# rca_digit_serial

Figure 1. Cell area per tile (rca_digit_serial).
10 x 10 tiles, from white (low) to dark blue (high), 0 to 100% covered.
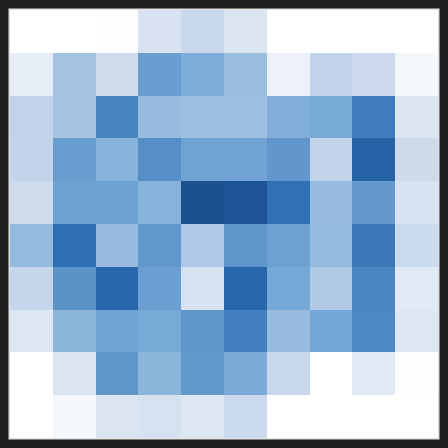

## src/rtl/rca_digit_serial.sv

```systemverilog
// Digit-serial ripple-carry adder: {COUT,SUM} = A + B + CIN, DIGIT bits per clock, valid/ready on both sides.
// Optional signed-overflow output OVF is built only when RCA_OVF_DETECT_EN is defined.
module rca_digit_serial #(
  parameter int WIDTH = 16,
  parameter int DIGIT = 4
) (
  input  logic             clk,
  input  logic             rst,
  input  logic [WIDTH-1:0] A,
  input  logic [WIDTH-1:0] B,
  input  logic             CIN,
  input  logic             in_valid,
  output logic             in_ready,
  output logic [WIDTH-1:0] SUM,
  output logic             COUT,
  output logic             out_valid,
  input  logic             out_ready
`ifdef RCA_OVF_DETECT_EN
  , output logic           OVF
`endif
);

  localparam int NDIG = WIDTH / DIGIT;
  localparam int CW   = (NDIG > 1) ? $clog2(NDIG) : 1;
  localparam logic [CW-1:0] LAST = CW'(NDIG - 1);

  if (DIGIT < 1 || (WIDTH % DIGIT) != 0) begin : g_param_err
    $error("rca_digit_serial: WIDTH must be a positive multiple of DIGIT");
  end

  typedef enum logic [1:0] {IDLE, RUN, DONE} state_t;

  state_t           state_q, state_d;
  logic [WIDTH-1:0] a_q, a_d;
  logic [WIDTH-1:0] b_q, b_d;
  logic [WIDTH-1:0] sum_q, sum_d;
  logic [CW-1:0]    cnt_q, cnt_d;
  logic             carry_q, carry_d;
  logic             cout_q, cout_d;
`ifdef RCA_OVF_DETECT_EN
  logic             ovf_q, ovf_d;
`endif

  // Operands are shifted right each RUN cycle, so the current digit is always the low DIGIT bits.
  logic [DIGIT-1:0] dig_a, dig_b, dig_sum;
  logic [DIGIT:0]   c;

  assign dig_a = a_q[DIGIT-1:0];
  assign dig_b = b_q[DIGIT-1:0];
  assign c[0]  = carry_q;

  for (genvar gi = 0; gi < DIGIT; gi++) begin : g_fa
    assign dig_sum[gi] = dig_a[gi] ^ dig_b[gi] ^ c[gi];
    assign c[gi+1]     = (dig_a[gi] & dig_b[gi]) | (c[gi] & (dig_a[gi] ^ dig_b[gi]));
  end

  always_comb begin
    state_d = state_q;
    a_d     = a_q;
    b_d     = b_q;
    sum_d   = sum_q;
    cnt_d   = cnt_q;
    carry_d = carry_q;
    cout_d  = cout_q;
`ifdef RCA_OVF_DETECT_EN
    ovf_d   = ovf_q;
`endif
    case (state_q)
      IDLE: begin
        if (in_valid) begin
          a_d     = A;
          b_d     = B;
          carry_d = CIN;
          cnt_d   = '0;
          sum_d   = '0;
          state_d = RUN;
        end
      end
      RUN: begin
        // sum_q is zero outside the digits already written, so OR-ing in the new digit is exact.
        sum_d   = sum_q | (WIDTH'(dig_sum) << (cnt_q * DIGIT));
        a_d     = a_q >> DIGIT;
        b_d     = b_q >> DIGIT;
        carry_d = c[DIGIT];
        if (cnt_q == LAST) begin
          cout_d  = c[DIGIT];
`ifdef RCA_OVF_DETECT_EN
          ovf_d   = c[DIGIT] ^ c[DIGIT-1];
`endif
          state_d = DONE;
        end else begin
          cnt_d = cnt_q + 1'b1;
        end
      end
      DONE: begin
        if (out_ready) begin
          sum_d   = '0;
          cout_d  = 1'b0;
`ifdef RCA_OVF_DETECT_EN
          ovf_d   = 1'b0;
`endif
          state_d = IDLE;
        end
      end
      default: state_d = IDLE;
    endcase
  end

  always_ff @(posedge clk or posedge rst) begin
    if (rst) begin
      state_q <= IDLE;
      a_q     <= '0;
      b_q     <= '0;
      sum_q   <= '0;
      cnt_q   <= '0;
      carry_q <= 1'b0;
      cout_q  <= 1'b0;
`ifdef RCA_OVF_DETECT_EN
      ovf_q   <= 1'b0;
`endif
    end else begin
      state_q <= state_d;
      a_q     <= a_d;
      b_q     <= b_d;
      sum_q   <= sum_d;
      cnt_q   <= cnt_d;
      carry_q <= carry_d;
      cout_q  <= cout_d;
`ifdef RCA_OVF_DETECT_EN
      ovf_q   <= ovf_d;
`endif
    end
  end

  assign in_ready  = (state_q == IDLE);
  assign out_valid = (state_q == DONE);
  assign SUM       = sum_q;
  assign COUT      = cout_q;
`ifdef RCA_OVF_DETECT_EN
  assign OVF       = ovf_q;
`endif

endmodule

```

## config.mk

```make
export PLATFORM = sky130hd
export DESIGN_NAME = rca_digit_serial
export DESIGN_NICKNAME = d
export VERILOG_FILES = /design/src/rtl/rca_digit_serial.sv
export SDC_FILE = /design/constraint.sdc
export NUM_CORES = 1
export LEC_CHECK = 0
export CORE_MARGIN = 4
export CORE_UTILIZATION = 35
export CTS_CLUSTER_SIZE = 30
export DETAILED_ROUTE_END_ITERATION = 16
export PLACE_DENSITY_LB_ADDON = 0.15
export SLEW_MARGIN = 20
export SYNTH_ARGS = -nofsm -noshare
export SYNTH_HDL_FRONTEND = slang
export SYNTH_SLANG_ARGS = --single-unit
```

## constraint.sdc

```tcl
create_clock -name clk -period 3.9 [get_ports clk]
set_input_delay 1.17 -clock clk [delete_from_list [all_inputs] [get_ports clk]]
set_output_delay 1.17 -clock clk [all_outputs]
set_load 0.05 [all_outputs]
```

# dpsk_demap_packer_flat

$ cat config.mk
export PLATFORM = sky130hd
export DESIGN_NAME = dpsk_demap_packer_flat
export DESIGN_NICKNAME = d
export VERILOG_FILES = /design/src/rtl/dpsk_pkg.sv /design/src/rtl/dpsk_demap_packer_if.sv /design/src/rtl/dpsk_slicer.sv /design/src/rtl/dpsk_demap_packer.sv /design/src/flat_wrapper.sv
export SDC_FILE = /design/constraint.sdc
export NUM_CORES = 1
export LEC_CHECK = 0
export CAP_MARGIN = 40
export CORE_MARGIN = 4
export CORE_UTILIZATION = 45
export CTS_CLUSTER_DIAMETER = 60
export DETAILED_ROUTE_END_ITERATION = 10
export GPL_TIMING_DRIVEN = 0
export PLACE_DENSITY = 0.74
export REMOVE_ABC_BUFFERS = 1
export SYNTH_ARGS = -nofsm -noshare
export SYNTH_HDL_FRONTEND = slang
export SYNTH_HIERARCHICAL = 1
export SYNTH_SLANG_ARGS = --single-unit
$ cat constraint.sdc
create_clock -name s_axi_aclk -period 5.4 [get_ports s_axi_aclk]
set_input_delay 0.54 -clock s_axi_aclk [delete_from_list [all_inputs] [get_ports s_axi_aclk]]
set_output_delay 0.54 -clock s_axi_aclk [all_outputs]
set_load 0.1 [all_outputs]
$ cat src/rtl/dpsk_pkg.sv
// dpsk_pkg: shared types and constants for the DPSK demapper/packer.
package dpsk_pkg;
    typedef struct packed {
        logic signed [15:0] i;
        logic signed [15:0] q;
    } iq16_t;
    localparam logic [2:0] MODE_DBPSK = 3'd0;
    localparam logic [2:0] MODE_DQPSK = 3'd1;
    localparam logic [7:0] CSR_CTRL   = 8'h00;
    localparam logic [7:0] CSR_STATUS = 8'h04;
    localparam logic [7:0] CSR_SYMCNT = 8'h08;
endpackage

$ cat src/rtl/dpsk_demap_packer_if.sv
// dpsk_demap_packer_if: increment stream in, byte stream out, AXI4-Lite CSR port.
interface dpsk_demap_packer_if;
    import dpsk_pkg::*;
    logic        in_valid;
    logic        in_ready;
    iq16_t       in_data;
    logic        in_last;
    logic        out_valid;
    logic        out_ready;
    logic [7:0]  out_data;
    logic        out_last;
    logic [7:0]  s_axi_awaddr;
    logic        s_axi_awvalid;
    logic        s_axi_awready;
    logic [31:0] s_axi_wdata;
    logic        s_axi_wvalid;
    logic        s_axi_wready;
    logic [1:0]  s_axi_bresp;
    logic        s_axi_bvalid;
    logic        s_axi_bready;
    logic [7:0]  s_axi_araddr;
    logic        s_axi_arvalid;
    logic        s_axi_arready;
    logic [31:0] s_axi_rdata;
    logic [1:0]  s_axi_rresp;
    logic        s_axi_rvalid;
    logic        s_axi_rready;
    modport slave (
        input  in_valid, in_data, in_last, out_ready,
        input  s_axi_awaddr, s_axi_awvalid, s_axi_wdata, s_axi_wvalid, s_axi_bready,
        input  s_axi_araddr, s_axi_arvalid, s_axi_rready,
        output in_ready, out_valid, out_data, out_last,
        output s_axi_awready, s_axi_wready, s_axi_bresp, s_axi_bvalid,
        output s_axi_arready, s_axi_rdata, s_axi_rresp, s_axi_rvalid
    );
    modport master (
        output in_valid, in_data, in_last, out_ready,
        output s_axi_awaddr, s_axi_awvalid, s_axi_wdata, s_axi_wvalid, s_axi_bready,
        output s_axi_araddr, s_axi_arvalid, s_axi_rready,
        input  in_ready, out_valid, out_data, out_last,
        input  s_axi_awready, s_axi_wready, s_axi_bresp, s_axi_bvalid,
        input  s_axi_arready, s_axi_rdata, s_axi_rresp, s_axi_rvalid
    );
endinterface

$ cat src/rtl/dpsk_slicer.sv
// dpsk_slicer: hard decision of one phase increment to 1 (DBPSK) or 2 Gray bits (DQPSK).
module dpsk_slicer
    import dpsk_pkg::*;
(
    input  iq16_t      iq,
    input  logic [2:0] mode,
    output logic [1:0] nbits,
    output logic [1:0] bits
);
    logic [16:0] ai, aq;
    logic        dq, i_axis;
    // 17-bit magnitudes so -32768 becomes +32768 instead of wrapping
    always_comb begin
        ai     = iq.i[15] ? 17'd0 - {iq.i[15], iq.i} : {iq.i[15], iq.i};
        aq     = iq.q[15] ? 17'd0 - {iq.q[15], iq.q} : {iq.q[15], iq.q};
        i_axis = ai >= aq;
        dq     = mode != MODE_DBPSK;
        nbits  = dq ? 2'd2 : 2'd1;
        bits   = !dq ? {1'b0, iq.i[15]} : i_axis ? {2{iq.i[15]}} : {iq.q[15], ~iq.q[15]};
    end
endmodule

$ cat src/rtl/dpsk_demap_packer.sv
// dpsk_demap_packer: slices DPSK phase increments and packs the decided bits
// MSB-first into bytes, with AXI4-Lite control/status registers.
module dpsk_demap_packer
    import dpsk_pkg::*;
#(
    parameter int SYMCNT_W = 32
) (
    input logic                s_axi_aclk,
    input logic                s_axi_aresetn,
    dpsk_demap_packer_if.slave bus
);
    logic                enable_q, enable_d, swrst_q, swrst_d;
    logic [2:0]          mode_q, mode_d, mode_act_q, mode_act_d, eff_mode;
    logic                running_q, running_d, pad_q, pad_d;
    logic [SYMCNT_W-1:0] sym_q, sym_d;
    logic [7:0]          sr_q, sr_d, out_data_q, out_data_d, sh;
    logic [3:0]          cnt_q, cnt_d, tot;
    logic                out_valid_q, out_valid_d, out_last_q, out_last_d;
    logic                bvalid_q, bvalid_d, rvalid_q, rvalid_d;
    logic [31:0]         rdata_q, rdata_d, rmux;
    logic [1:0]          nbits, bits;
    logic                in_ready, fire, emit, wr, rd, wr_ctrl, wr_stat;
    logic                unused_wdata;

    assign unused_wdata = ^{bus.s_axi_wdata[31:7], bus.s_axi_wdata[3]};

    // a beat arriving at a byte boundary already uses the newly written mode
    assign eff_mode = cnt_q == 4'd0 ? mode_q : mode_act_q;

    dpsk_slicer u_slicer (
        .iq   (bus.in_data),
        .mode (eff_mode),
        .nbits(nbits),
        .bits (bits)
    );

    assign in_ready = enable_q & ~swrst_q & (~out_valid_q | bus.out_ready);
    assign fire     = bus.in_valid & in_ready;
    assign wr       = bus.s_axi_awvalid & bus.s_axi_wvalid & ~bvalid_q;
    assign rd       = bus.s_axi_arvalid & ~rvalid_q;
    assign wr_ctrl  = wr & (bus.s_axi_awaddr == CSR_CTRL);
    assign wr_stat  = wr & (bus.s_axi_awaddr == CSR_STATUS);

    always_comb begin
        tot         = cnt_q + {2'b00, nbits};
        sh          = nbits == 2'd2 ? {sr_q[5:0], bits} : {sr_q[6:0], bits[0]};
        emit        = fire & ((tot == 4'd8) | bus.in_last);
        enable_d    = wr_ctrl ? bus.s_axi_wdata[0] : enable_q;
        mode_d      = wr_ctrl ? bus.s_axi_wdata[6:4] : mode_q;
        swrst_d     = wr_ctrl & bus.s_axi_wdata[2];
        running_d   = emit | (running_q & ~(wr_stat & bus.s_axi_wdata[0]));
        pad_d       = (emit & (tot != 4'd8)) | (pad_q & ~(wr_stat & bus.s_axi_wdata[1]));
        sr_d        = (swrst_q | emit) ? 8'd0 : fire ? sh : sr_q;
        cnt_d       = (swrst_q | emit) ? 4'd0 : fire ? tot : cnt_q;
        mode_act_d  = swrst_q ? mode_q : eff_mode;
        out_valid_d = ~swrst_q & (emit | (out_valid_q & ~bus.out_ready));
        out_data_d  = emit ? sh << (4'd8 - tot) : out_data_q;
        out_last_d  = emit ? bus.in_last : out_last_q;
        sym_d       = swrst_q ? '0 : (fire & ~&sym_q) ? sym_q + SYMCNT_W'(1) : sym_q;
        bvalid_d    = wr | (bvalid_q & ~bus.s_axi_bready);
        rvalid_d    = rd | (rvalid_q & ~bus.s_axi_rready);
        rmux        = bus.s_axi_araddr == CSR_CTRL   ? {25'd0, mode_q, 3'd0, enable_q} :
                      bus.s_axi_araddr == CSR_STATUS ? {30'd0, pad_q, running_q} :
                      bus.s_axi_araddr == CSR_SYMCNT ? 32'(sym_q) : 32'd0;
        rdata_d     = rd ? rmux : rdata_q;
    end

    always_ff @(posedge s_axi_aclk or negedge s_axi_aresetn) begin
        if (!s_axi_aresetn) begin
            enable_q    <= 1'b0;
            mode_q      <= MODE_DQPSK;
            mode_act_q  <= MODE_DQPSK;
            swrst_q     <= 1'b0;
            running_q   <= 1'b0;
            pad_q       <= 1'b0;
            sym_q       <= '0;
            sr_q        <= 8'd0;
            cnt_q       <= 4'd0;
            out_valid_q <= 1'b0;
            out_data_q  <= 8'd0;
            out_last_q  <= 1'b0;
            bvalid_q    <= 1'b0;
            rvalid_q    <= 1'b0;
            rdata_q     <= 32'd0;
        end else begin
            enable_q    <= enable_d;
            mode_q      <= mode_d;
            mode_act_q  <= mode_act_d;
            swrst_q     <= swrst_d;
            running_q   <= running_d;
            pad_q       <= pad_d;
            sym_q       <= sym_d;
            sr_q        <= sr_d;
            cnt_q       <= cnt_d;
            out_valid_q <= out_valid_d;
            out_data_q  <= out_data_d;
            out_last_q  <= out_last_d;
            bvalid_q    <= bvalid_d;
            rvalid_q    <= rvalid_d;
            rdata_q     <= rdata_d;
        end
    end

    assign bus.in_ready      = in_ready;
    assign bus.out_valid     = out_valid_q;
    assign bus.out_data      = out_data_q;
    assign bus.out_last      = out_last_q;
    assign bus.s_axi_awready = ~bvalid_q;
    assign bus.s_axi_wready  = ~bvalid_q;
    assign bus.s_axi_bresp   = 2'b00;
    assign bus.s_axi_bvalid  = bvalid_q;
    assign bus.s_axi_arready = ~rvalid_q;
    assign bus.s_axi_rdata   = rdata_q;
    assign bus.s_axi_rresp   = 2'b00;
    assign bus.s_axi_rvalid  = rvalid_q;
endmodule

$ cat src/flat_wrapper.sv
// flat-port wrapper written by rule: the top's interface ports become plain ports
module dpsk_demap_packer_flat import dpsk_pkg::*;
#(
    parameter int SYMCNT_W = 32
)
  (s_axi_aclk, s_axi_aresetn, bus_in_valid, bus_in_data, bus_in_last, bus_out_ready, bus_s_axi_awaddr, bus_s_axi_awvalid, bus_s_axi_wdata, bus_s_axi_wvalid, bus_s_axi_bready, bus_s_axi_araddr, bus_s_axi_arvalid, bus_s_axi_rready, bus_in_ready, bus_out_valid, bus_out_data, bus_out_last, bus_s_axi_awready, bus_s_axi_wready, bus_s_axi_bresp, bus_s_axi_bvalid, bus_s_axi_arready, bus_s_axi_rdata, bus_s_axi_rresp, bus_s_axi_rvalid);
  dpsk_demap_packer_if bus_i ();
  input logic s_axi_aclk;
  input logic s_axi_aresetn;
  input wire logic [$bits(bus_i.in_valid)-1:0] bus_in_valid;
  input wire logic [$bits(bus_i.in_data)-1:0] bus_in_data;
  input wire logic [$bits(bus_i.in_last)-1:0] bus_in_last;
  input wire logic [$bits(bus_i.out_ready)-1:0] bus_out_ready;
  input wire logic [$bits(bus_i.s_axi_awaddr)-1:0] bus_s_axi_awaddr;
  input wire logic [$bits(bus_i.s_axi_awvalid)-1:0] bus_s_axi_awvalid;
  input wire logic [$bits(bus_i.s_axi_wdata)-1:0] bus_s_axi_wdata;
  input wire logic [$bits(bus_i.s_axi_wvalid)-1:0] bus_s_axi_wvalid;
  input wire logic [$bits(bus_i.s_axi_bready)-1:0] bus_s_axi_bready;
  input wire logic [$bits(bus_i.s_axi_araddr)-1:0] bus_s_axi_araddr;
  input wire logic [$bits(bus_i.s_axi_arvalid)-1:0] bus_s_axi_arvalid;
  input wire logic [$bits(bus_i.s_axi_rready)-1:0] bus_s_axi_rready;
  output wire logic [$bits(bus_i.in_ready)-1:0] bus_in_ready;
  output wire logic [$bits(bus_i.out_valid)-1:0] bus_out_valid;
  output wire logic [$bits(bus_i.out_data)-1:0] bus_out_data;
  output wire logic [$bits(bus_i.out_last)-1:0] bus_out_last;
  output wire logic [$bits(bus_i.s_axi_awready)-1:0] bus_s_axi_awready;
  output wire logic [$bits(bus_i.s_axi_wready)-1:0] bus_s_axi_wready;
  output wire logic [$bits(bus_i.s_axi_bresp)-1:0] bus_s_axi_bresp;
  output wire logic [$bits(bus_i.s_axi_bvalid)-1:0] bus_s_axi_bvalid;
  output wire logic [$bits(bus_i.s_axi_arready)-1:0] bus_s_axi_arready;
  output wire logic [$bits(bus_i.s_axi_rdata)-1:0] bus_s_axi_rdata;
  output wire logic [$bits(bus_i.s_axi_rresp)-1:0] bus_s_axi_rresp;
  output wire logic [$bits(bus_i.s_axi_rvalid)-1:0] bus_s_axi_rvalid;
  assign bus_i.in_valid = bus_in_valid;
  assign bus_i.in_data = bus_in_data;
  assign bus_i.in_last = bus_in_last;
  assign bus_i.out_ready = bus_out_ready;
  assign bus_i.s_axi_awaddr = bus_s_axi_awaddr;
  assign bus_i.s_axi_awvalid = bus_s_axi_awvalid;
  assign bus_i.s_axi_wdata = bus_s_axi_wdata;
  assign bus_i.s_axi_wvalid = bus_s_axi_wvalid;
  assign bus_i.s_axi_bready = bus_s_axi_bready;
  assign bus_i.s_axi_araddr = bus_s_axi_araddr;
  assign bus_i.s_axi_arvalid = bus_s_axi_arvalid;
  assign bus_i.s_axi_rready = bus_s_axi_rready;
  assign bus_in_ready = bus_i.in_ready;
  assign bus_out_valid = bus_i.out_valid;
  assign bus_out_data = bus_i.out_data;
  assign bus_out_last = bus_i.out_last;
  assign bus_s_axi_awready = bus_i.s_axi_awready;
  assign bus_s_axi_wready = bus_i.s_axi_wready;
  assign bus_s_axi_bresp = bus_i.s_axi_bresp;
  assign bus_s_axi_bvalid = bus_i.s_axi_bvalid;
  assign bus_s_axi_arready = bus_i.s_axi_arready;
  assign bus_s_axi_rdata = bus_i.s_axi_rdata;
  assign bus_s_axi_rresp = bus_i.s_axi_rresp;
  assign bus_s_axi_rvalid = bus_i.s_axi_rvalid;
  dpsk_demap_packer #(.SYMCNT_W(SYMCNT_W)) u_core (.s_axi_aclk(s_axi_aclk), .s_axi_aresetn(s_axi_aresetn), .bus(bus_i));
endmodule
Figure 2. Met1 routing (dpsk_demap_packer_flat).
Supply wires on this layer in gray.
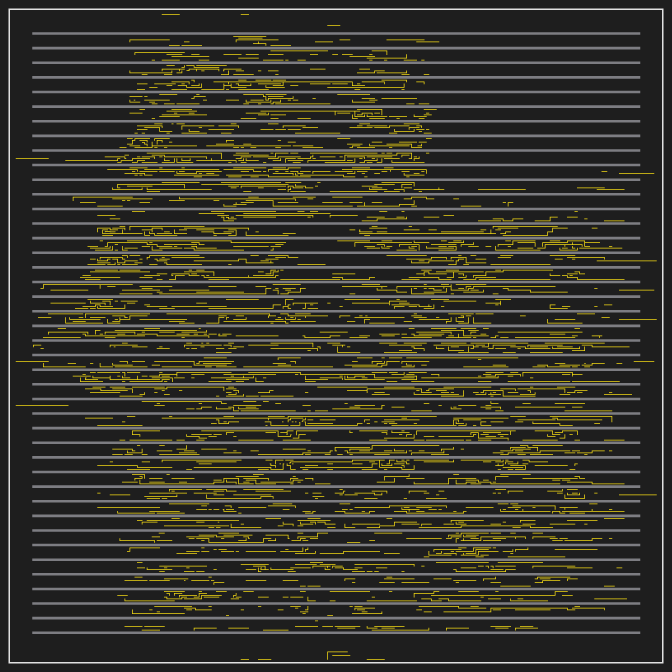
longest straight run: 27.6 um
share of all routed wire: 41%
wire length on this layer: 6250 um
nets with wire on the layer: 781
main direction: horizontal

==> CHANGELOG.md, dpsk_demap_packer_flat <==
### Metrics

* Post-DP HPWL at 11700 um
* Number of DRC markers after the initial detailed-route iteration at ~330
* Post-Layout Inst Area at ~8200 um^2
* Post-synth ARST share at 100%
* Final worst slack at about 0.86 ns
* Share of synthesized area occupied by flip-flops and latches at between 40% and 50%
* Post-layout min period at roughly 4.5 ns
* Number of optimization iterations in the first detailed-route pass at 7
* Reg-to-reg critical path endpoint: u_core/bus.out_data[5]$_DFFE_PN0P_
* Number of placed cells counting well taps at about 900
* Placed inst area at 7920 um^2
* Met2 Track Usage GR at 37.1%
* WP data required at about 5.7 ns
* Via density per instance at 5.60
* Count of fill cells added during filler insertion at 953
* Top FF cell, synth: sky130_fd_sc_hd__dfrtp_1
* Chip Footprint at roughly 15000 um^2
* Worst slack at placement at around 0.53 ns
* N_diodes at 0
* Worst hold margin at approximately 0.14 ns
* Proportion of cell area occupied by registers at a little under 30%
* Share of the synthesized netlist area taken by xor and xnor gates at 8.12%
* Slowest cell delay on critical path at between 0.5 and 0.6 ns
* Clk latency late pin at around 0.35 ns
* Critical-path cell with the highest stage delay: sky130_fd_sc_hd__mux4_2
* Chain of cells forming the critical path: clkdlybuf4s50_1 -> nor3_1 -> nand3_1 -> or3_1 -> o41ai_2 -> xnor2_1 -> ha_1 -> a21oi_1 -> nor2b_1 -> o21ai_0 -> nand4_1 -> o31ai_1 -> inv_1 -> mux4_2 -> nor3_1 -> a211o_1
* Post-synth top area cell: sky130_fd_sc_hd__dfrtp_1
* Most instantiated cells after synthesis: 95 x sky130_fd_sc_hd__dfrtp_1, 59 x sky130_fd_sc_hd__nand2_1, 49 x sky130_fd_sc_hd__nor2_1
* Arrival time at the worst endpoint at 4.83 ns
* Number of port buffers at about 110
* Compound-gate portion of the synthesized area at 15.9%
* Count of buffers not belonging to the clock network in the layout at between 150 and 200
* Tightest Pin Transition at approximately 0.9 ns
* Overall die height at about 120 um
* Worst setup path startpoint: bus_in_data[18]
* Most common cell in the netlist: sky130_fd_sc_hd__dfrtp_1
* Fmax at between 200 and 250 MHz
* Main area contributors: sky130_fd_sc_hd__dfrtp_1 41%, sky130_fd_sc_hd__xor2_1 5.0%, sky130_fd_sc_hd__ha_1 5.0%
* Maximum clock skew at final layout at 0.0108 ns
* Share of Yosys cell area claimed by the top area cell type at about two fifths
* GR Layer Usage met3 at about 3.2%
* Worst min-delay path category: in -> async
* Status: complete, no violations
-- dpsk_demap_packer_flat: power by group --
part	internal (mW)	leakage, nW	switching [mW]
Sequential	0.775	1.30	0.0520
Combinational	0.311	2.11	0.452
Clock	0.373	0.157	0.300
-- dpsk_demap_packer_flat: registers in the layout, indices dropped and copies added (netlist names), 3 cells and up --
register                cells
u_core/mode_act_q           3
u_core/mode_q               3
u_core/sr_q                 7
u_core/bus.s_axi_rdata     32
u_core/bus.out_data         8
u_core/sym_q               32
u_core/cnt_q                4
Figure 3. Routing congestion map (rca_digit_serial).
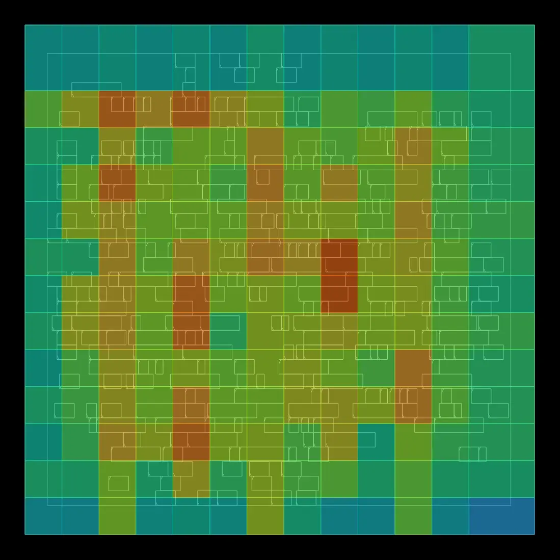
average wire per cell in the routed design: 14.2 um
met2 Track Usage GR: 21.1%
routing layer with the top usage in global route: met2
total global routing track utilization: 13.4%
final standard cell utilization of the core: 45.7%

Figure 4. Met1 routing (rca_digit_serial).
Supply wires on this layer in gray.
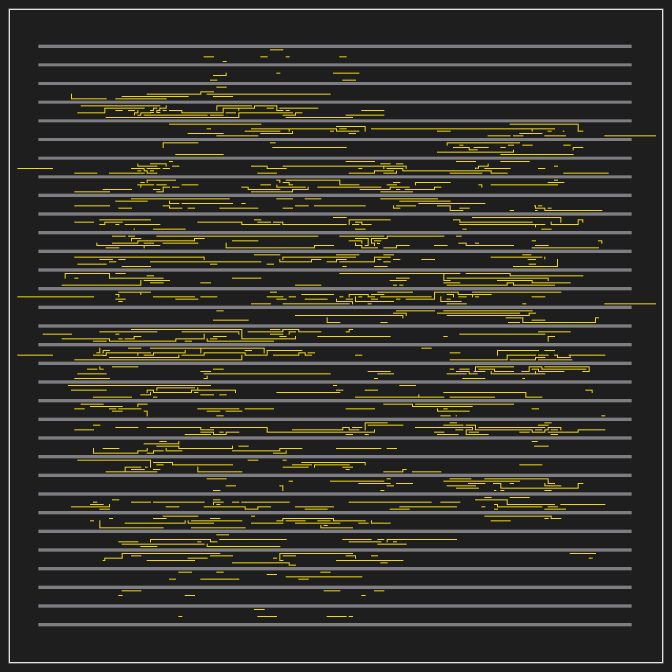
longest straight run: 26.7 um
share of all routed wire: 49%
main direction: horizontal
nets with wire on the layer: 297

About Figure 1:
nearly empty tiles: 15%
mean over tiles: 36%
tiles over 75% full: 5.0%
densest ninth of the die: center

==> CHANGELOG.md, rca_digit_serial <==
### Metrics

* Reg-to-reg critical path endpoint: SUM[7]$_DFFE_PP0P_
* Mux contribution to synthesized area at under 10%
* Post-DP HPWL at about 4100 um
* Antenna-violating nets left at 0
* Flop2flop setup slack at ~1.2 ns
* TNS Setup at 0 ns
* OpenROAD warnings at 26
* Via count at between 1.5k and 2k
* Total Power Consumption at approximately 2.8 mW
* Category of the worst setup path launch point: register
* Number of global-route vias before repair at ~1.9k
* WP data required at 2.73 ns
* Total internal power at 1.54 mW
* Yosys stat area at 2650 um^2
* Status: complete, no violations
* Number of DRC markers after the initial detailed-route iteration at between 50 and 60
* WHS Endpoint: b_q[4]$_DFFE_PP0P_
* Share of Yosys cell area claimed by the top area cell type at between 50% and 60%
* Worst hold margin at 0.490 ns
* Chip Footprint at ~9000 um^2
* Maximum clock skew at final layout at 0.0103 ns
* Proportion of layout cells with a drive suffix above 1 at 6.67%
* Clock tree from TritonCTS: built
* Resize count post-CTS at 0
* Post-Route WL at between 5000 and 6000 um
-- rca_digit_serial: area by class of cell --
class,instances,area (um^2),share of cell area (%)
clock buffer,6,82.6,2.48
inverter,20,75.1,2.25
multi-input combinational,160,1100,32.9
sequential,54,1350,40.6
tap,99,124,3.72
timing repair buffer,60,601,18.0
-- rca_digit_serial: worst max-delay path, stage by stage (launching register included) --
cell and delay, ns:
sky130_fd_sc_hd__dfrtp_1 0.53, sky130_fd_sc_hd__buf_4 0.24, sky130_fd_sc_hd__nor2_1 0.14, sky130_fd_sc_hd__clkdlybuf4s50_1 0.83

==> screenshots <==
Cell classes on the final placement.
The bar under the picture is 20 um long. Fill, decap, tap and diode cells in gray.
(a)
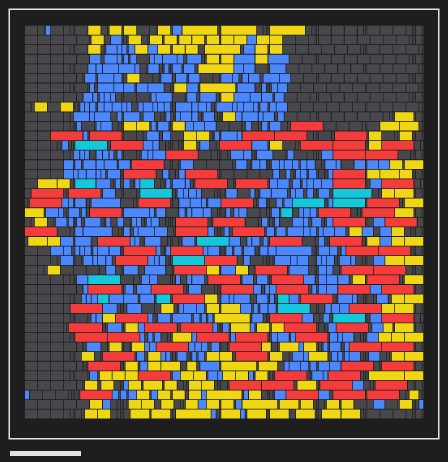
(b)
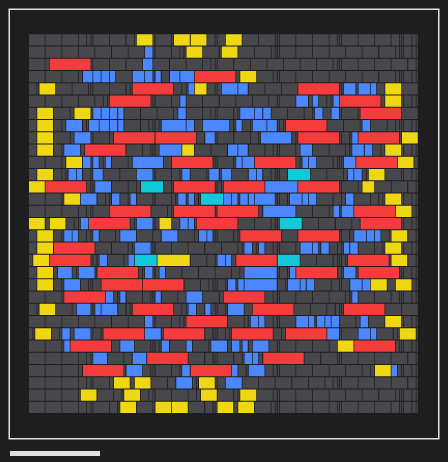
| from | picture |
|---|---|
| dpsk_demap_packer_flat | (a) |
| rca_digit_serial | (b) |

Key to (b):
legend:
  red:
    class: flops
    cells: 54
  cyan:
    class: clock drivers and dummy loads
    cells: 6
  blue:
    class: all other logic
    cells: 180
  yellow:
    class: other buffers and delay cells
    cells: 60


Power is estimated from default activity; no workload was simulated.
